==================== lcm_reg_rd
[src/rtl/lcm_reg_pkg.sv]
// Shared register-map numbers and read-FSM encoding for the LCM
// register read/write blocks.
package lcm_reg_pkg;

    localparam logic [7:0] REG_ID       = 8'd0;
    localparam logic [7:0] REG_PROTO    = 8'd4;
    localparam logic [7:0] REG_RATE     = 8'd7;
    localparam logic [7:0] REG_START    = 8'd8;
    localparam logic [7:0] REG_MODEL    = 8'd9;
    localparam logic [7:0] REG_PKT_IN   = 8'd13;
    localparam logic [7:0] REG_PKT_OUT  = 8'd14;
    localparam logic [7:0] REG_SSM_DATA = 8'd15;
    localparam logic [7:0] REG_SSM_VLD  = 8'd16;

    typedef enum logic [1:0] {
        ST_IDLE = 2'd0,
        ST_SEL  = 2'd1,
        ST_RESP = 2'd2
    } rd_state_e;

endpackage

[src/rtl/lcm_rd_clr_cnt.sv]
// 64-bit saturating event counter, cleared when its register is read.
// An increment landing on the clear cycle leaves the count at 1.
module lcm_rd_clr_cnt (
    input  logic        clk,
    input  logic        rst_n,
    input  logic        inc,
    input  logic        clr,
    output logic [63:0] cnt
);

    logic [63:0] base;
    logic        sat;

    // Start from zero on a clear so a coincident increment is kept.
    always_comb begin
        base = clr ? 64'd0 : cnt;
        sat  = &base;
    end

    // Count register; holds at all-ones instead of wrapping.
    always_ff @(posedge clk or negedge rst_n) begin
        if (!rst_n) begin
            cnt <= 64'd0;
        end else if (inc && !sat) begin
            cnt <= base + 64'd1;
        end else begin
            cnt <= base;
        end
    end

endmodule

[src/rtl/lcm_reg_rd.sv]
// LCM register read port: fixed two-cycle request-to-ack read of
// identity, writer readback, packet counters and the SSM capture.
module lcm_reg_rd
    import lcm_reg_pkg::*;
#(
    parameter PLATFORM = "Xilinx-OpenBox-S4",
    parameter logic [7:0]  LMID    = 8'd31,
    parameter logic [15:0] VERSION = 16'h0001
) (
    input  logic        clk,
    input  logic        rst_n,
    input  logic        rd_reg_req,
    input  logic [7:0]  rd_reg_n,
    output logic        rd_reg_ack,
    output logic [63:0] rd_reg_n_value,
    input  logic [7:0]  protocol_type,
    input  logic [63:0] sent_rate_n_reg,
    input  logic        sent_start,
    input  logic        sent_model,
    input  logic        pkt_in_inc,
    input  logic        pkt_out_inc,
    input  logic [63:0] ssm2lcm_data,
    input  logic        ssm2lcm_data_valid
);

    rd_state_e   state_q;
    rd_state_e   state_d;
    logic [7:0]  reg_num_q;
    logic [63:0] mux_val;
    logic        sel_cyc;
    logic        in_clr;
    logic        out_clr;
    logic        ssm_clr;
    logic [63:0] pkt_in_cnt;
    logic [63:0] pkt_out_cnt;
    logic [63:0] ssm_data_cap;
    logic        ssm_cap_valid;
    logic        unused_platform;

    // The board tag is informational and drives no logic.
    assign unused_platform = ^PLATFORM;

    // Decode which clear-on-read side effect the SEL cycle carries.
    always_comb begin
        sel_cyc = (state_q == ST_SEL);
        in_clr  = sel_cyc && (reg_num_q == REG_PKT_IN);
        out_clr = sel_cyc && (reg_num_q == REG_PKT_OUT);
        ssm_clr = sel_cyc && (reg_num_q == REG_SSM_DATA);
    end

    // FSM state register.
    always_ff @(posedge clk or negedge rst_n) begin
        if (!rst_n) begin
            state_q <= ST_IDLE;
        end else begin
            state_q <= state_d;
        end
    end

    // Next state; requests outside IDLE are dropped.
    always_comb begin
        state_d = state_q;
        unique case (state_q)
            ST_IDLE: if (rd_reg_req) state_d = ST_SEL;
            ST_SEL:  state_d = ST_RESP;
            ST_RESP: state_d = ST_IDLE;
            default: state_d = ST_IDLE;
        endcase
    end

    // Latch the register number when a request is accepted.
    always_ff @(posedge clk or negedge rst_n) begin
        if (!rst_n) begin
            reg_num_q <= 8'd0;
        end else if (state_q == ST_IDLE && rd_reg_req) begin
            reg_num_q <= rd_reg_n;
        end
    end

    // Register map; unmapped numbers read as zero.
    always_comb begin
        mux_val = 64'd0;
        unique case (1'b1)
            (reg_num_q == REG_ID):
                mux_val = {40'd0, VERSION, LMID};
            (reg_num_q == REG_PROTO):
                mux_val = {56'd0, protocol_type};
            (reg_num_q == REG_RATE):
                mux_val = sent_rate_n_reg;
            (reg_num_q == REG_START):
                mux_val = {63'd0, sent_start};
            (reg_num_q == REG_MODEL):
                mux_val = {63'd0, sent_model};
            (reg_num_q == REG_PKT_IN):
                mux_val = pkt_in_cnt;
            (reg_num_q == REG_PKT_OUT):
                mux_val = pkt_out_cnt;
            (reg_num_q == REG_SSM_DATA):
                mux_val = ssm_data_cap;
            (reg_num_q == REG_SSM_VLD):
                mux_val = {63'd0, ssm_cap_valid};
            default:
                mux_val = 64'd0;
        endcase
    end

    // Data and ack leave SEL together so the value only moves with ack.
    always_ff @(posedge clk or negedge rst_n) begin
        if (!rst_n) begin
            rd_reg_ack     <= 1'b0;
            rd_reg_n_value <= 64'd0;
        end else begin
            rd_reg_ack <= sel_cyc;
            if (sel_cyc) begin
                rd_reg_n_value <= mux_val;
            end
        end
    end

    // SSM capture; a fresh capture beats a read-clear of the flag.
    always_ff @(posedge clk or negedge rst_n) begin
        if (!rst_n) begin
            ssm_data_cap  <= 64'd0;
            ssm_cap_valid <= 1'b0;
        end else if (ssm2lcm_data_valid) begin
            ssm_data_cap  <= ssm2lcm_data;
            ssm_cap_valid <= 1'b1;
        end else if (ssm_clr) begin
            ssm_cap_valid <= 1'b0;
        end
    end

    lcm_rd_clr_cnt u_pkt_in_cnt (
        .clk   (clk),
        .rst_n (rst_n),
        .inc   (pkt_in_inc),
        .clr   (in_clr),
        .cnt   (pkt_in_cnt)
    );

    lcm_rd_clr_cnt u_pkt_out_cnt (
        .clk   (clk),
        .rst_n (rst_n),
        .inc   (pkt_out_inc),
        .clr   (out_clr),
        .cnt   (pkt_out_cnt)
    );

endmodule

[config.mk]
export PLATFORM = sky130hd
export DESIGN_NAME = lcm_reg_rd
export DESIGN_NICKNAME = d
export VERILOG_FILES = /design/src/rtl/lcm_reg_pkg.sv /design/src/rtl/lcm_rd_clr_cnt.sv /design/src/rtl/lcm_reg_rd.sv
export SDC_FILE = /design/constraint.sdc
export NUM_CORES = 1
export LEC_CHECK = 0
export CAP_MARGIN = 20
export CELL_PAD_IN_SITES_DETAIL_PLACEMENT = 0
export CELL_PAD_IN_SITES_GLOBAL_PLACEMENT = 1
export CORE_MARGIN = 5
export CORE_UTILIZATION = 41
export CTS_CLUSTER_SIZE = 16
export DETAILED_ROUTE_END_ITERATION = 10
export PLACE_DENSITY = 0.78
export SETUP_SLACK_MARGIN = 0.15
export SLEW_MARGIN = 20
export SYNTH_ARGS = -nofsm -noshare
export SYNTH_HDL_FRONTEND = slang
export SYNTH_SLANG_ARGS = --single-unit
export TNS_END_PERCENT = 10
[constraint.sdc]
create_clock -name clk -period 3.52 [get_ports clk]
set_clock_uncertainty 0.1 [all_clocks]
set_input_delay 0.704 -clock clk [delete_from_list [all_inputs] [get_ports clk]]
set_output_delay 0.704 -clock clk [all_outputs]
set_load 0.005 [all_outputs]
==================== vc_alloc_controller_flat
[src/rtl/vc_alloc_controller_pkg.sv]
// vc_alloc_pkg: shared index types, default sizes and the dateline target-VC rule.
package vc_alloc_pkg;
  localparam int DEF_INPORTS  = 5;
  localparam int DEF_OUTPORTS = 5;
  localparam int DEF_VCS      = 2;
  typedef logic [$clog2(DEF_INPORTS)-1:0]  inport_t;
  typedef logic [$clog2(DEF_OUTPORTS)-1:0] outport_t;
  typedef logic [$clog2(DEF_VCS)-1:0]      vc_t;
  function automatic int target_vc(input int vc, input int num_vcs, input logic dl);
    return dl ? ((vc + 1 < num_vcs - 1) ? vc + 1 : num_vcs - 1) : vc;
  endfunction
endpackage

[src/rtl/vc_alloc_controller_if.sv]
// vc_alloc_controller_if: request/grant/release bundle between routers and the VC allocator.
interface vc_alloc_controller_if #(
  parameter int NUM_INPORTS  = 5,
  parameter int NUM_OUTPORTS = 5,
  parameter int NUM_VCS      = 2
);
  localparam int VW = NUM_VCS > 1 ? $clog2(NUM_VCS) : 1;
  localparam int OW = NUM_OUTPORTS > 1 ? $clog2(NUM_OUTPORTS) : 1;
  logic [NUM_INPORTS-1:0]               req;
  logic [NUM_INPORTS-1:0][VW-1:0]       req_vc;
  logic [NUM_INPORTS-1:0][OW-1:0]       req_outport;
  logic [NUM_OUTPORTS-1:0]              dateline;
  logic [NUM_OUTPORTS-1:0][NUM_VCS-1:0] vc_release;
  logic [NUM_INPORTS-1:0]               grant;
  logic [VW-1:0]                        grant_vc;
  logic [NUM_OUTPORTS-1:0][NUM_VCS-1:0] vc_busy;
  logic                                 release_err;
  modport master (output req, req_vc, req_outport, dateline, vc_release,
                  input grant, grant_vc, vc_busy, release_err);
  modport slave  (input req, req_vc, req_outport, dateline, vc_release,
                  output grant, grant_vc, vc_busy, release_err);
endinterface

[src/rtl/vc_alloc_controller_rr_arbiter.sv]
// rr_arbiter: combinational round-robin pick, searching upward from i_ptr with wrap.
module rr_arbiter #(
  parameter int N = 5
) (
  input  logic [N-1:0]                     i_elig,
  input  logic [(N > 1 ? $clog2(N) : 1)-1:0] i_ptr,
  output logic [N-1:0]                     o_win,
  output logic                             o_valid
);
  assign o_valid = |i_elig;
  always_comb begin
    o_win = '0;
    for (int k = 0; k < N; k++)
      if (o_win == '0 && i_elig[(int'(i_ptr) + k) % N]) o_win[(int'(i_ptr) + k) % N] = 1'b1;
  end
endmodule

[src/rtl/vc_alloc_controller.sv]
// vc_alloc_controller: one round-robin output-VC grant per cycle with a registered ownership table.
module vc_alloc_controller
  import vc_alloc_pkg::*;
#(
  parameter int NUM_INPORTS  = DEF_INPORTS,
  parameter int NUM_OUTPORTS = DEF_OUTPORTS,
  parameter int NUM_VCS      = DEF_VCS
) (
  input logic CLK,
  input logic nRST,
  vc_alloc_controller_if.slave bus
);
  localparam int VW = NUM_VCS > 1 ? $clog2(NUM_VCS) : 1;
  localparam int PW = NUM_INPORTS > 1 ? $clog2(NUM_INPORTS) : 1;
  logic [NUM_INPORTS-1:0][VW-1:0]       w_tgt;
  logic [NUM_INPORTS-1:0]               w_op_ok, w_elig, w_win;
  logic                                 w_valid;
  logic [PW-1:0]                        w_win_idx;
  logic [VW-1:0]                        w_win_vc;
  logic [NUM_OUTPORTS-1:0][NUM_VCS-1:0] w_set;
  logic [NUM_INPORTS-1:0]               r_grant;
  logic [VW-1:0]                        r_grant_vc;
  logic [NUM_OUTPORTS-1:0][NUM_VCS-1:0] r_vc_busy;
  logic                                 r_release_err;
  logic [PW-1:0]                        r_rr_ptr;
  // Inports currently on grant are masked so a req held through its grant cycle is not re-won.
  always_comb begin
    w_op_ok = '0;
    w_tgt   = '0;
    w_elig  = '0;
    for (int i = 0; i < NUM_INPORTS; i++) begin
      w_op_ok[i] = int'(bus.req_outport[i]) < NUM_OUTPORTS;
      w_tgt[i]   = VW'(target_vc(int'(bus.req_vc[i]), NUM_VCS,
                                 w_op_ok[i] ? bus.dateline[bus.req_outport[i]] : 1'b0));
      w_elig[i]  = bus.req[i] && !r_grant[i] && w_op_ok[i] &&
                   !r_vc_busy[bus.req_outport[i]][w_tgt[i]];
    end
  end
  rr_arbiter #(.N(NUM_INPORTS)) u_arb (
    .i_elig (w_elig),
    .i_ptr  (r_rr_ptr),
    .o_win  (w_win),
    .o_valid(w_valid)
  );
  always_comb begin
    w_win_idx = '0;
    w_win_vc  = '0;
    w_set     = '0;
    for (int i = 0; i < NUM_INPORTS; i++)
      if (w_win[i]) begin
        w_win_idx = PW'(i);
        w_win_vc  = w_tgt[i];
        w_set[bus.req_outport[i]][w_tgt[i]] = 1'b1;
      end
  end
  always_ff @(posedge CLK or negedge nRST)
    if (!nRST) begin
      r_grant       <= '0;
      r_grant_vc    <= '0;
      r_vc_busy     <= '0;
      r_release_err <= 1'b0;
      r_rr_ptr      <= '0;
    end else begin
      r_grant       <= w_win;
      r_grant_vc    <= w_win_vc;
      r_vc_busy     <= (r_vc_busy & ~bus.vc_release) | w_set;
      r_release_err <= r_release_err | (|(~r_vc_busy & bus.vc_release));
      if (w_valid) r_rr_ptr <= (w_win_idx == PW'(NUM_INPORTS - 1)) ? '0 : w_win_idx + 1'b1;
    end
  assign bus.grant       = r_grant;
  assign bus.grant_vc    = r_grant_vc;
  assign bus.vc_busy     = r_vc_busy;
  assign bus.release_err = r_release_err;
endmodule

[src/flat_wrapper.sv]
// flat-port wrapper written by rule: the top's interface ports become plain ports
module vc_alloc_controller_flat import vc_alloc_pkg::*;
#(
  parameter int NUM_INPORTS  = DEF_INPORTS,
  parameter int NUM_OUTPORTS = DEF_OUTPORTS,
  parameter int NUM_VCS      = DEF_VCS
)
  (CLK, nRST, bus_req, bus_req_vc, bus_req_outport, bus_dateline, bus_vc_release, bus_grant, bus_grant_vc, bus_vc_busy, bus_release_err);
  vc_alloc_controller_if #(.NUM_INPORTS(NUM_INPORTS), .NUM_OUTPORTS(NUM_OUTPORTS), .NUM_VCS(NUM_VCS)) bus_i ();
  input logic CLK;
  input logic nRST;
  input wire logic [$bits(bus_i.req)-1:0] bus_req;
  input wire logic [$bits(bus_i.req_vc)-1:0] bus_req_vc;
  input wire logic [$bits(bus_i.req_outport)-1:0] bus_req_outport;
  input wire logic [$bits(bus_i.dateline)-1:0] bus_dateline;
  input wire logic [$bits(bus_i.vc_release)-1:0] bus_vc_release;
  output wire logic [$bits(bus_i.grant)-1:0] bus_grant;
  output wire logic [$bits(bus_i.grant_vc)-1:0] bus_grant_vc;
  output wire logic [$bits(bus_i.vc_busy)-1:0] bus_vc_busy;
  output wire logic [$bits(bus_i.release_err)-1:0] bus_release_err;
  assign bus_i.req = bus_req;
  assign bus_i.req_vc = bus_req_vc;
  assign bus_i.req_outport = bus_req_outport;
  assign bus_i.dateline = bus_dateline;
  assign bus_i.vc_release = bus_vc_release;
  assign bus_grant = bus_i.grant;
  assign bus_grant_vc = bus_i.grant_vc;
  assign bus_vc_busy = bus_i.vc_busy;
  assign bus_release_err = bus_i.release_err;
  vc_alloc_controller #(.NUM_INPORTS(NUM_INPORTS), .NUM_OUTPORTS(NUM_OUTPORTS), .NUM_VCS(NUM_VCS)) u_core (.CLK(CLK), .nRST(nRST), .bus(bus_i));
endmodule
[config.mk]
export PLATFORM = sky130hd
export DESIGN_NAME = vc_alloc_controller_flat
export DESIGN_NICKNAME = d
export VERILOG_FILES = /design/src/rtl/vc_alloc_controller_pkg.sv /design/src/rtl/vc_alloc_controller_if.sv /design/src/rtl/vc_alloc_controller_rr_arbiter.sv /design/src/rtl/vc_alloc_controller.sv /design/src/flat_wrapper.sv
export SDC_FILE = /design/constraint.sdc
export NUM_CORES = 1
export LEC_CHECK = 0
export CAP_MARGIN = 20
export CORE_MARGIN = 3
export CORE_UTILIZATION = 30
export CTS_CLUSTER_DIAMETER = 100
export CTS_CLUSTER_SIZE = 30
export DETAILED_ROUTE_END_ITERATION = 8
export PLACE_DENSITY_LB_ADDON = 0.12
export SYNTH_ARGS = -nofsm -noshare
export SYNTH_HDL_FRONTEND = slang
export SYNTH_SLANG_ARGS = --single-unit
[constraint.sdc]
create_clock -name CLK -period 11.6 [get_ports CLK]
set_input_delay 2.32 -clock CLK [delete_from_list [all_inputs] [get_ports CLK]]
set_output_delay 2.32 -clock CLK [all_outputs]
set_load 0.005 [all_outputs]
==================== cacheline_burst_adapter
### src/rtl/cacheline_burst_adapter_pkg.sv
// Shared types and constants for the cache-line to memory-burst adapter.
package cla_types;

  typedef enum logic [1:0] {
    IDLE,
    RD_BURST,
    WR_BURST,
    RESP
  } cla_state_e;

  localparam int BURST_WIDTH = 64;
  localparam int LINE_WIDTH  = 256;
  localparam int BEATS       = LINE_WIDTH / BURST_WIDTH;
  localparam int BEAT_IDX_W  = $clog2(BEATS);

  localparam logic [BEAT_IDX_W-1:0] LAST_BEAT   = BEAT_IDX_W'(BEATS - 1);
  localparam logic [7:0]            TIMEOUT_MAX = 8'd255;

endpackage

### src/rtl/cacheline_burst_adapter_line_buffer.sv
// Line-wide register: whole-line load for writebacks, per-beat load for fills,
// and a beat-select read port feeding the write data path.
module cla_line_buffer
  import cla_types::*;
(
  input  logic                  clk,
  input  logic                  rst,
  input  logic                  ld_line_i,
  input  logic [LINE_WIDTH-1:0] line_i,
  input  logic                  ld_beat_i,
  input  logic [BEAT_IDX_W-1:0] wr_idx_i,
  input  logic [BURST_WIDTH-1:0] beat_i,
  input  logic [BEAT_IDX_W-1:0] rd_idx_i,
  output logic [BURST_WIDTH-1:0] beat_o,
  output logic [LINE_WIDTH-1:0] line_o
);

  logic [LINE_WIDTH-1:0] line_q;

  always_ff @(posedge clk or posedge rst) begin
    if (rst) begin
      line_q <= '0;
    end else if (ld_line_i) begin
      line_q <= line_i;
    end else if (ld_beat_i) begin
      line_q[wr_idx_i*BURST_WIDTH +: BURST_WIDTH] <= beat_i;
    end
  end

  assign beat_o = line_q[rd_idx_i*BURST_WIDTH +: BURST_WIDTH];
  assign line_o = line_q;

endmodule

### src/rtl/cacheline_burst_adapter.sv
// Splits cache line fills/writebacks into 4-beat memory bursts; all outputs registered.
// Optional burst watchdog with sticky err_o is enabled by defining CLA_TIMEOUT_EN.
module cacheline_burst_adapter
  import cla_types::*;
#(
  parameter int s_offset    = 5,
  parameter int burst_width = BURST_WIDTH
) (
  input  logic                   clk,
  input  logic                   rst,
  input  logic [31:0]            address_i,
  input  logic                   read_i,
  input  logic                   write_i,
  input  logic [LINE_WIDTH-1:0]  line_i,
  output logic [LINE_WIDTH-1:0]  line_o,
  output logic                   resp_o,
  output logic [31:0]            address_o,
  output logic                   read_o,
  output logic                   write_o,
  output logic [burst_width-1:0] burst_o,
  input  logic [burst_width-1:0] burst_i,
  input  logic                   resp_i,
  output logic                   err_o
);

  localparam logic [31:0] ADDR_MASK = ~((32'd1 << s_offset) - 32'd1);

  cla_state_e             state_q, state_d;
  logic [BEAT_IDX_W-1:0]  cnt_q, cnt_d;
  logic [31:0]            addr_q, addr_d;
  logic [burst_width-1:0] burst_q, burst_d;
  logic [LINE_WIDTH-1:0]  fill_q, fill_d;
  logic                   read_q, write_q, resp_q;
  logic                   ld_line, ld_beat;
  logic [burst_width-1:0] buf_beat;
  logic [LINE_WIDTH-1:0]  buf_line;
`ifdef CLA_TIMEOUT_EN
  logic [7:0]             wdog_q, wdog_d;
  logic                   err_q, err_d;
`endif

  cla_line_buffer u_line_buffer (
    .clk       (clk),
    .rst       (rst),
    .ld_line_i (ld_line),
    .line_i    (line_i),
    .ld_beat_i (ld_beat),
    .wr_idx_i  (cnt_q),
    .beat_i    (burst_i),
    .rd_idx_i  (cnt_q + 1'b1),
    .beat_o    (buf_beat),
    .line_o    (buf_line)
  );

  always_comb begin
    state_d = state_q;
    cnt_d   = cnt_q;
    addr_d  = addr_q;
    burst_d = burst_q;
    fill_d  = fill_q;
    ld_line = 1'b0;
    ld_beat = 1'b0;
`ifdef CLA_TIMEOUT_EN
    wdog_d  = '0;
    err_d   = err_q;
`endif
    case (state_q)
      IDLE: begin
        cnt_d = '0;
        if (write_i) begin
          state_d = WR_BURST;
          addr_d  = address_i & ADDR_MASK;
          ld_line = 1'b1;
          burst_d = line_i[burst_width-1:0];
        end else if (read_i) begin
          state_d = RD_BURST;
          addr_d  = address_i & ADDR_MASK;
        end
      end
      RD_BURST: begin
        if (resp_i) begin
          ld_beat = 1'b1;
          cnt_d   = cnt_q + 1'b1;
          if (cnt_q == LAST_BEAT) begin
            // final beat goes straight into the visible line alongside the buffered ones
            fill_d  = {burst_i, buf_line[LINE_WIDTH-burst_width-1:0]};
            state_d = RESP;
          end
        end
      end
      WR_BURST: begin
        if (resp_i) begin
          cnt_d   = cnt_q + 1'b1;
          burst_d = buf_beat;
          if (cnt_q == LAST_BEAT) state_d = RESP;
        end
      end
      RESP:    state_d = IDLE;
      default: state_d = IDLE;
    endcase
`ifdef CLA_TIMEOUT_EN
    if ((state_q == RD_BURST || state_q == WR_BURST) && !resp_i) begin
      if (wdog_q == TIMEOUT_MAX - 8'd1) begin
        state_d = RESP;
        cnt_d   = '0;
        err_d   = 1'b1;
      end else begin
        wdog_d = wdog_q + 8'd1;
      end
    end
`endif
    if (state_d != RD_BURST && state_d != WR_BURST) addr_d = '0;
    if (state_d != WR_BURST) burst_d = '0;
  end

  always_ff @(posedge clk or posedge rst) begin
    if (rst) begin
      state_q <= IDLE;
      cnt_q   <= '0;
      addr_q  <= '0;
      burst_q <= '0;
      fill_q  <= '0;
      read_q  <= 1'b0;
      write_q <= 1'b0;
      resp_q  <= 1'b0;
    end else begin
      state_q <= state_d;
      cnt_q   <= cnt_d;
      addr_q  <= addr_d;
      burst_q <= burst_d;
      fill_q  <= fill_d;
      read_q  <= (state_d == RD_BURST);
      write_q <= (state_d == WR_BURST);
      resp_q  <= (state_d == RESP);
    end
  end

`ifdef CLA_TIMEOUT_EN
  always_ff @(posedge clk or posedge rst) begin
    if (rst) begin
      wdog_q <= '0;
      err_q  <= 1'b0;
    end else begin
      wdog_q <= wdog_d;
      err_q  <= err_d;
    end
  end

  assign err_o = err_q;
`else
  assign err_o = 1'b0;
`endif

  assign line_o    = fill_q;
  assign resp_o    = resp_q;
  assign address_o = addr_q;
  assign read_o    = read_q;
  assign write_o   = write_q;
  assign burst_o   = burst_q;

endmodule

### config.mk
export PLATFORM = sky130hd
export DESIGN_NAME = cacheline_burst_adapter
export DESIGN_NICKNAME = d
export VERILOG_FILES = /design/src/rtl/cacheline_burst_adapter_pkg.sv /design/src/rtl/cacheline_burst_adapter_line_buffer.sv /design/src/rtl/cacheline_burst_adapter.sv
export SDC_FILE = /design/constraint.sdc
export NUM_CORES = 1
export LEC_CHECK = 0
export ABC_AREA = 1
export CAP_MARGIN = 15
export CORE_AREA = 4 4 279 281
export CTS_BUF_LIST = sky130_fd_sc_hd__clkbuf_8
export DETAILED_ROUTE_END_ITERATION = 10
export DIE_AREA = 0 0 283 285
export SLEW_MARGIN = 20
export SYNTH_ARGS = -nofsm -noshare
export SYNTH_HDL_FRONTEND = slang
export SYNTH_SLANG_ARGS = --single-unit
### constraint.sdc
create_clock -name clk -period 55 [get_ports clk]
set_clock_uncertainty 0.15 [all_clocks]
set_input_delay 5.5 -clock clk [delete_from_list [all_inputs] [get_ports clk]]
set_output_delay 5.5 -clock clk [all_outputs]
set_load 0.1 [all_outputs]
==================== qick_sync_queue_flat
==> config.mk <==
export PLATFORM = sky130hd
export DESIGN_NAME = qick_sync_queue_flat
export DESIGN_NICKNAME = d
export VERILOG_FILES = /design/src/rtl/qick_sync_queue_if.sv /design/src/rtl/qick_sync_queue.sv /design/src/flat_wrapper.sv
export SDC_FILE = /design/constraint.sdc
export NUM_CORES = 1
export LEC_CHECK = 0
export ABC_AREA = 0
export CAP_MARGIN = 10
export CORE_MARGIN = 4
export CORE_UTILIZATION = 50
export CTS_CLUSTER_DIAMETER = 50
export CTS_CLUSTER_SIZE = 8
export DETAILED_ROUTE_END_ITERATION = 8
export PLACE_DENSITY = 0.69
export RECOVER_POWER = 50
export SLEW_MARGIN = 20
export SYNTH_ARGS = -nofsm -noshare
export SYNTH_HDL_FRONTEND = slang
export SYNTH_SLANG_ARGS = --single-unit
==> constraint.sdc <==
create_clock -name clk_i -period 3.23 [get_ports clk_i]
set_input_delay 0.646 -clock clk_i [delete_from_list [all_inputs] [get_ports clk_i]]
set_output_delay 0.646 -clock clk_i [all_outputs]
set_load 0.005 [all_outputs]
==> src/rtl/qick_sync_queue_if.sv <==
// Bus interface for qick_sync_queue.
// The master side drives push/pop requests, write data, thresholds, flush and error clear.
// The slave side (the queue) returns the head word, fill count, status flags and sticky errors.
interface qick_sync_queue_if #(
  parameter int unsigned DW = 16,
  parameter int unsigned AW = 4
);
  logic          flush_i;
  logic          push_i;
  logic [DW-1:0] data_i;
  logic          pop_i;
  logic [DW-1:0] data_o;
  logic          empty_o;
  logic          full_o;
  logic [AW:0]   count_o;
  logic [AW:0]   afull_thr_i;
  logic [AW:0]   aempty_thr_i;
  logic          afull_o;
  logic          aempty_o;
  logic          ovf_o;
  logic          unf_o;
  logic          clr_err_i;

  modport master (
    output flush_i, push_i, data_i, pop_i, afull_thr_i, aempty_thr_i, clr_err_i,
    input  data_o, empty_o, full_o, count_o, afull_o, aempty_o, ovf_o, unf_o
  );

  modport slave (
    input  flush_i, push_i, data_i, pop_i, afull_thr_i, aempty_thr_i, clr_err_i,
    output data_o, empty_o, full_o, count_o, afull_o, aempty_o, ovf_o, unf_o
  );
endinterface

==> src/rtl/qick_sync_queue.sv <==
// Register-array queue, FIFO or LIFO selected by MODE, all 2**AW entries usable.
// Ports: clk_i, rst_i (synchronous, active-high), q (qick_sync_queue_if.slave):
//   push/pop requests with first-word-fall-through data_o, fill count, full/empty,
//   programmable almost-full/almost-empty, sticky overflow/underflow flags.
module qick_sync_queue #(
  parameter int unsigned DW   = 16,
  parameter int unsigned AW   = 4,
  parameter string       MODE = "FIFO"
) (
  input logic             clk_i,
  input logic             rst_i,
  qick_sync_queue_if.slave q
);

  localparam int unsigned DEPTH   = 2 ** AW;
  localparam bit          IS_LIFO = (MODE == "LIFO");

  logic [DW-1:0] mem_q [DEPTH];
  logic [AW-1:0] wr_ptr_q, wr_ptr_d;
  logic [AW-1:0] rd_ptr_q, rd_ptr_d;
  logic [AW:0]   count_q, count_d;
  logic          ovf_q, ovf_d;
  logic          unf_q, unf_d;

  logic          empty_c, full_c;
  logic          acc_push_c, acc_pop_c;
  logic [AW-1:0] waddr_c, raddr_c;

  // Acceptance, addressing and next-state
  always_comb begin
    empty_c    = (count_q == '0);
    full_c     = (count_q == (AW+1)'(DEPTH));
    acc_pop_c  = q.pop_i & ~empty_c;
    // FIFO may push into a full queue whenever a pop is requested (a full queue always pops);
    // LIFO needs the pop to actually be accepted so the top slot is replaced.
    acc_push_c = IS_LIFO ? (q.push_i & (~full_c | acc_pop_c))
                         : (q.push_i & (~full_c | q.pop_i));
    count_d    = count_q + (AW+1)'(acc_push_c) - (AW+1)'(acc_pop_c);
    wr_ptr_d   = wr_ptr_q;
    rd_ptr_d   = rd_ptr_q;
    waddr_c    = wr_ptr_q;
    raddr_c    = rd_ptr_q;
    if (IS_LIFO) begin
      // Stack pointer is the count; simultaneous push/pop overwrites the top entry
      waddr_c = (acc_push_c & acc_pop_c) ? AW'(count_q - (AW+1)'(1)) : AW'(count_q);
      raddr_c = empty_c ? '0 : AW'(count_q - (AW+1)'(1));
    end else begin
      if (acc_push_c) wr_ptr_d = wr_ptr_q + AW'(1);
      if (acc_pop_c)  rd_ptr_d = rd_ptr_q + AW'(1);
    end
    // A new error event in the same cycle as clr_err_i keeps the flag set
    ovf_d = (ovf_q & ~q.clr_err_i) | (q.push_i & ~acc_push_c);
    unf_d = (unf_q & ~q.clr_err_i) | (q.pop_i & empty_c);
  end

  // State and storage registers; flush leaves the array contents alone
  always_ff @(posedge clk_i) begin
    if (rst_i) begin
      count_q  <= '0;
      wr_ptr_q <= '0;
      rd_ptr_q <= '0;
      ovf_q    <= 1'b0;
      unf_q    <= 1'b0;
      for (int i = 0; i < int'(DEPTH); i++) mem_q[i] <= '0;
    end else if (q.flush_i) begin
      count_q  <= '0;
      wr_ptr_q <= '0;
      rd_ptr_q <= '0;
      ovf_q    <= 1'b0;
      unf_q    <= 1'b0;
    end else begin
      count_q  <= count_d;
      wr_ptr_q <= wr_ptr_d;
      rd_ptr_q <= rd_ptr_d;
      ovf_q    <= ovf_d;
      unf_q    <= unf_d;
      if (acc_push_c) mem_q[waddr_c] <= q.data_i;
    end
  end

  assign q.data_o   = mem_q[raddr_c];
  assign q.empty_o  = empty_c;
  assign q.full_o   = full_c;
  assign q.count_o  = count_q;
  assign q.afull_o  = (count_q >= q.afull_thr_i);
  assign q.aempty_o = (count_q <= q.aempty_thr_i);
  assign q.ovf_o    = ovf_q;
  assign q.unf_o    = unf_q;

endmodule
==> src/flat_wrapper.sv <==
// flat-port wrapper written by rule: the top's interface ports become plain ports
module qick_sync_queue_flat 
#(
  parameter int unsigned DW   = 16,
  parameter int unsigned AW   = 4,
  parameter string       MODE = "    "
)
  (clk_i, rst_i, q_flush_i, q_push_i, q_data_i, q_pop_i, q_afull_thr_i, q_aempty_thr_i, q_clr_err_i, q_data_o, q_empty_o, q_full_o, q_count_o, q_afull_o, q_aempty_o, q_ovf_o, q_unf_o);
  qick_sync_queue_if #(.DW(DW), .AW(AW)) q_i ();
  input logic clk_i;
  input logic rst_i;
  input wire logic [$bits(q_i.flush_i)-1:0] q_flush_i;
  input wire logic [$bits(q_i.push_i)-1:0] q_push_i;
  input wire logic [$bits(q_i.data_i)-1:0] q_data_i;
  input wire logic [$bits(q_i.pop_i)-1:0] q_pop_i;
  input wire logic [$bits(q_i.afull_thr_i)-1:0] q_afull_thr_i;
  input wire logic [$bits(q_i.aempty_thr_i)-1:0] q_aempty_thr_i;
  input wire logic [$bits(q_i.clr_err_i)-1:0] q_clr_err_i;
  output wire logic [$bits(q_i.data_o)-1:0] q_data_o;
  output wire logic [$bits(q_i.empty_o)-1:0] q_empty_o;
  output wire logic [$bits(q_i.full_o)-1:0] q_full_o;
  output wire logic [$bits(q_i.count_o)-1:0] q_count_o;
  output wire logic [$bits(q_i.afull_o)-1:0] q_afull_o;
  output wire logic [$bits(q_i.aempty_o)-1:0] q_aempty_o;
  output wire logic [$bits(q_i.ovf_o)-1:0] q_ovf_o;
  output wire logic [$bits(q_i.unf_o)-1:0] q_unf_o;
  assign q_i.flush_i = q_flush_i;
  assign q_i.push_i = q_push_i;
  assign q_i.data_i = q_data_i;
  assign q_i.pop_i = q_pop_i;
  assign q_i.afull_thr_i = q_afull_thr_i;
  assign q_i.aempty_thr_i = q_aempty_thr_i;
  assign q_i.clr_err_i = q_clr_err_i;
  assign q_data_o = q_i.data_o;
  assign q_empty_o = q_i.empty_o;
  assign q_full_o = q_i.full_o;
  assign q_count_o = q_i.count_o;
  assign q_afull_o = q_i.afull_o;
  assign q_aempty_o = q_i.aempty_o;
  assign q_ovf_o = q_i.ovf_o;
  assign q_unf_o = q_i.unf_o;
  qick_sync_queue #(.DW(DW), .AW(AW), .MODE(MODE)) u_core (.clk_i(clk_i), .rst_i(rst_i), .q(q_i));
endmodule
### Clock nets, qick_sync_queue_flat

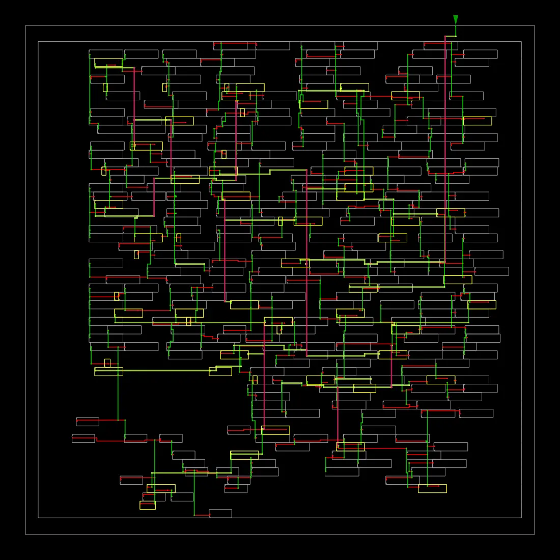
worst clock skew on the final layout: 0.00995 ns
number of buffers inserted during clock tree synthesis: 40
number of sinks handled by clock tree synthesis: 275
tally of clock buffers in the finished layout: 56

==> run summary, qick_sync_queue_flat <==
status = completed
met3 demand-to-capacity share in global routing = 3.84%
Top Family by Delay on Critical Path = buffers and inverters
area of the synthesized netlist per yosys stat = 12400 µm²
placed wire-length estimate = 18400 µm
Bufs and invs on worst path = 2
power in sequential cells = 4130 µW
register fraction of the total cell area = 54.9%
die y size = 166 µm
clock root buffer master = clkbuf_16
end point of the critical path = q_data_o[3]
Max Fanout on Critical Path = 15
multiplexer area fraction after synthesis = 11.6%
area-dominant cell class after layout = flip-flops and latches
Worst Reg2Reg Path Length in Cells = 13
asr flop ratio synth = 0%
reg-to-reg critical path startpoint = u_core.q.count_o[3]$_SDFF_PP0_
remaining design rule violation count = 0
latest clock arrival within the worst-skew pair = 0.53 ns
number of standard cells reported by yosys = 904
setup_tns = 0 ns
antenna diode count = 1
Post-DP Area = 13700 µm²
wire length of the first global-routing pass = 49100 µm
stage delay of the slowest cell on the critical path = 0.54 ns
yosys synthesis warning count = 0
cell depth of the worst min-delay path = 2
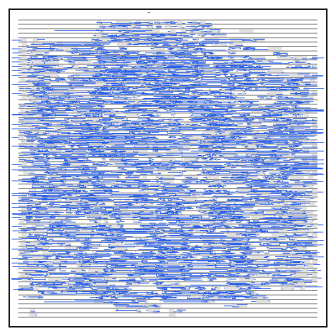
*Met1 routing, lcm_reg_rd*
Supply wires on this layer in grey.
wire length on this layer = 23.0 mm
longest straight run = 59.8 µm
routed wire length: 53000 µm
Vias: 13366
grt met1 use: 39.3%

### Drive-strength map, lcm_reg_rd

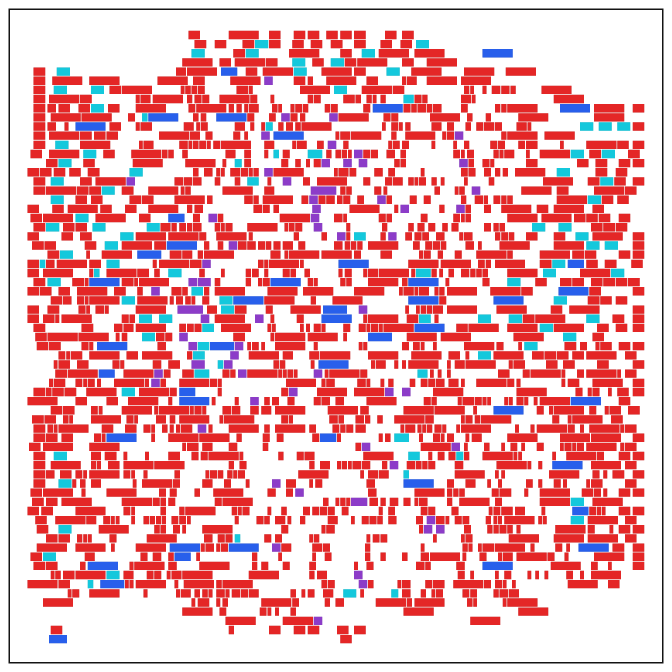
blue -> drive 6 and up  # cells 45, share 2.7%, most used clkbuf_16
purple -> drive 3 to 4  # cells 63, share 3.7%, most used buf_4
cyan -> drive 2  # cells 97, share 5.7%, most used mux2_2
red -> drive 1 or less  # cells 1489, share 88%, most used dfrtp_1
worst path setup slack after routing: 0.294 ns
cell area after layout: 17700 µm²
buffer count excluding the clock tree in the final layout: 280
post-synthesis to final-layout area growth: 28.1%

==> run summary, lcm_reg_rd <==
crit path cell chain = or4_1 > or4_4 > and4b_4 > and3_1 > buf_4 > or3_1 > a21oi_1
maximum ir drop on the vdd rail = 0.000379 V
most frequent cells in the layout = 268 x dfrtp_1, 214 x clkdlybuf4s50_1, 184 x nand2_1
Resize count post-CTS = 0
area-dominant cell class after layout = logic gates
data required time of the critical path = 3.91 ns
Clock Power = 3060 µW
yosys synthesis warning count = 0
cell count along the critical path = 7
global placer's final weighted congestion = 0.909
cell depth of the worst min-delay path = 1
Tap Cells = 448
worst hold-check slack = 0.393 ns
setup_tns = 0 ns
adder-cell share of the synthesized area = 0%
logic area = 6770 µm²
sequential group share of total power = 46.4%
CTS tree = done
initial core utilization = 41.4%
status = completed
antenna violations before repair = 0
### Met1 routing, cacheline_burst_adapter

Supply wires on this layer in grey.
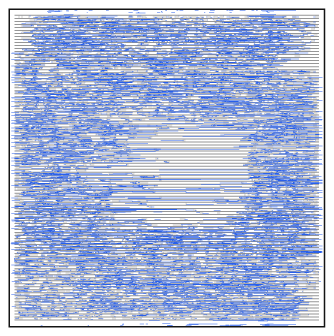
nets with wire on the layer = 3982
main direction = horizontal
grt met1 use: 37.8%
Vias: 27503
routed wire length: 121000 µm

==> run summary, cacheline_burst_adapter <==
fraction of final layout cells with drive strength greater than 1 = 9.58%
adder-cell share of the synthesized area = 0.433%
sequential group share of total power = 26.9%
Worst-Margin Slew = 1.18 ns
worst hold-check slack = 0.327 ns
routed via count divided by cell count = 5.32
global placer's final weighted congestion = 0.863
cell area after layout = 38700 µm²
buffer count excluding the clock tree in the final layout = 737
cell accounting for the most synthesized area = dfrtp_1
status = completed
#FFs+latches synth = 610
Post-DP Area = 36400 µm²
cell depth of the worst min-delay path = 2
crit path launch = resp_i
power density relative to cell area = 70.7 nW/µm²
core box area = 75400 µm²
number of non-filler instances in the completed layout = 5166
### Drive-strength map, vc_alloc_controller_flat

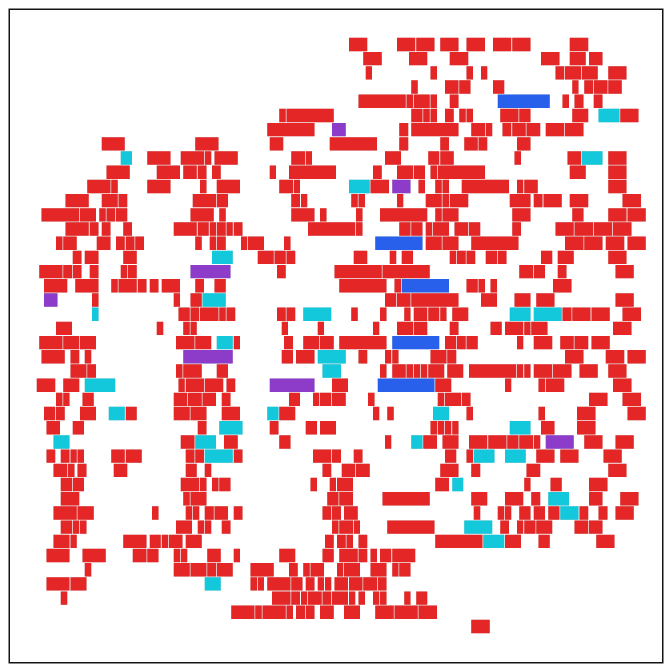
cyan -> drive 2  # cells 31, share 5.1%, most used mux2_2
blue -> drive 6 and up  # cells 5, share 0.82%, most used clkbuf_16
purple -> drive 3 to 4  # cells 7, share 1.1%, most used buf_4
red -> drive 1 or less  # cells 566, share 93%, most used clkdlybuf4s50_1
post-synthesis to final-layout area growth: 18.8%
cell area after layout: 5040 µm²
worst path setup slack after routing: 4.00 ns
buffer count excluding the clock tree in the final layout: 61

### Clock wires, drivers and flops, vc_alloc_controller_flat

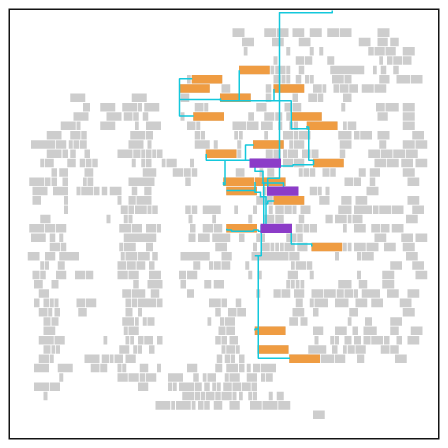
orange -> flip-flops  # count 20
cyan -> clock wires  # length 354 µm
purple -> cells driving clock nets  # count 3
routed clock nets = 4

==> run summary, vc_alloc_controller_flat <==
status = completed
max FFs per register = 10
reg-to-reg critical path startpoint = u_core.r_rr_ptr[1]$_DFFE_PN0P_
fraction of the core area covered by cells at the end of the flow = 37.2%
list of most frequent post-synthesis cells = 57 x nor2_1, 50 x inv_1, 38 x nand2_1, 32 x ha_1, 24 x nor3_1
most frequent CP cell = mux2i_1
met2 track demand over resource = 35.9%
number of H-tree branching levels = 1
most frequent cells in the layout = 58 x clkdlybuf4s50_1, 57 x nor2_1, 50 x inv_1
total routed wire length on the met1 layer = 7220 µm
Top cells by area = dfrtp_1 12%, ha_1 9.4%, mux2i_1 5.2%
number of standard cells reported by yosys = 575
Most Used Layer, Global Route = met2
area-dominant cell class after layout = logic gates
CTS hold repair buffers = 0


==> screenshots <==
Clock wires, drivers and flops.
shot_01.png
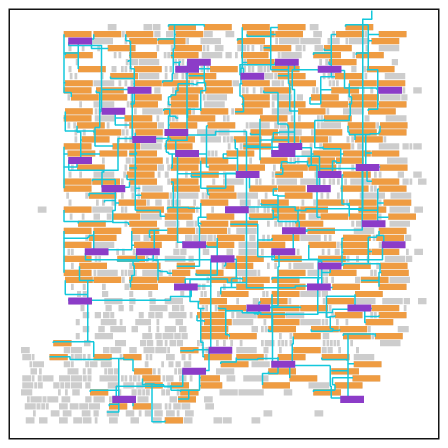
shot_02.png
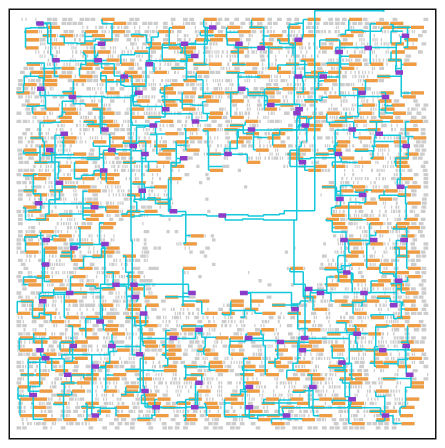
shot_03.png
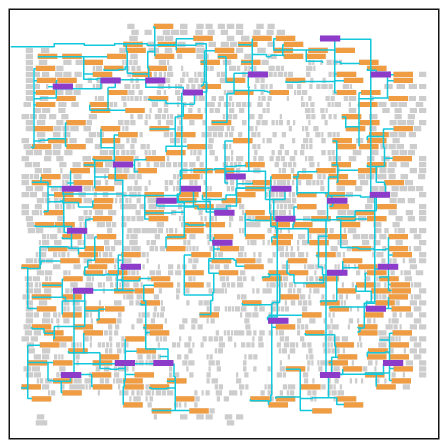
| picture | from |
|---|---|
| shot_01.png | qick_sync_queue_flat |
| shot_02.png | cacheline_burst_adapter |
| shot_03.png | lcm_reg_rd |
- most sequential cells: shot_02.png


==> screenshots <==
Clock nets.
panel A
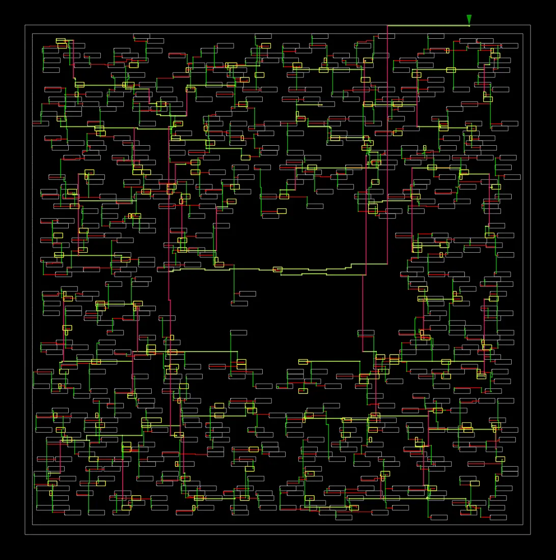
panel B
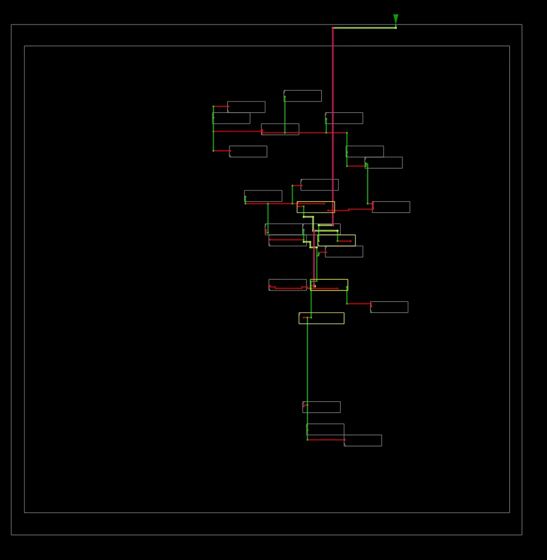
panel C
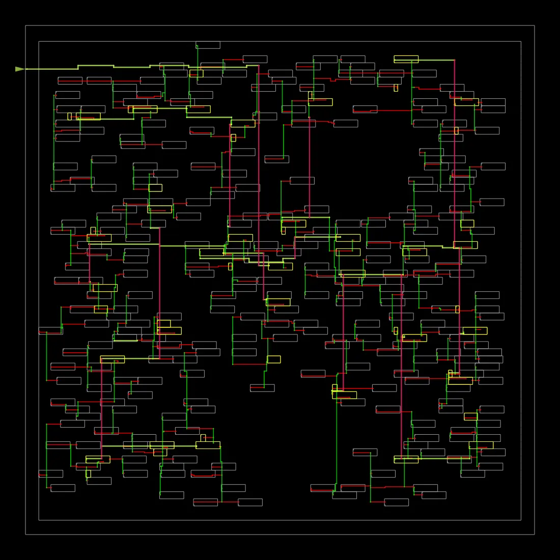
- panel B = vc_alloc_controller_flat
- panel C = lcm_reg_rd
- panel A = cacheline_burst_adapter
- fewest clock buffers: panel B

Power and IR drop assume default switching activity.
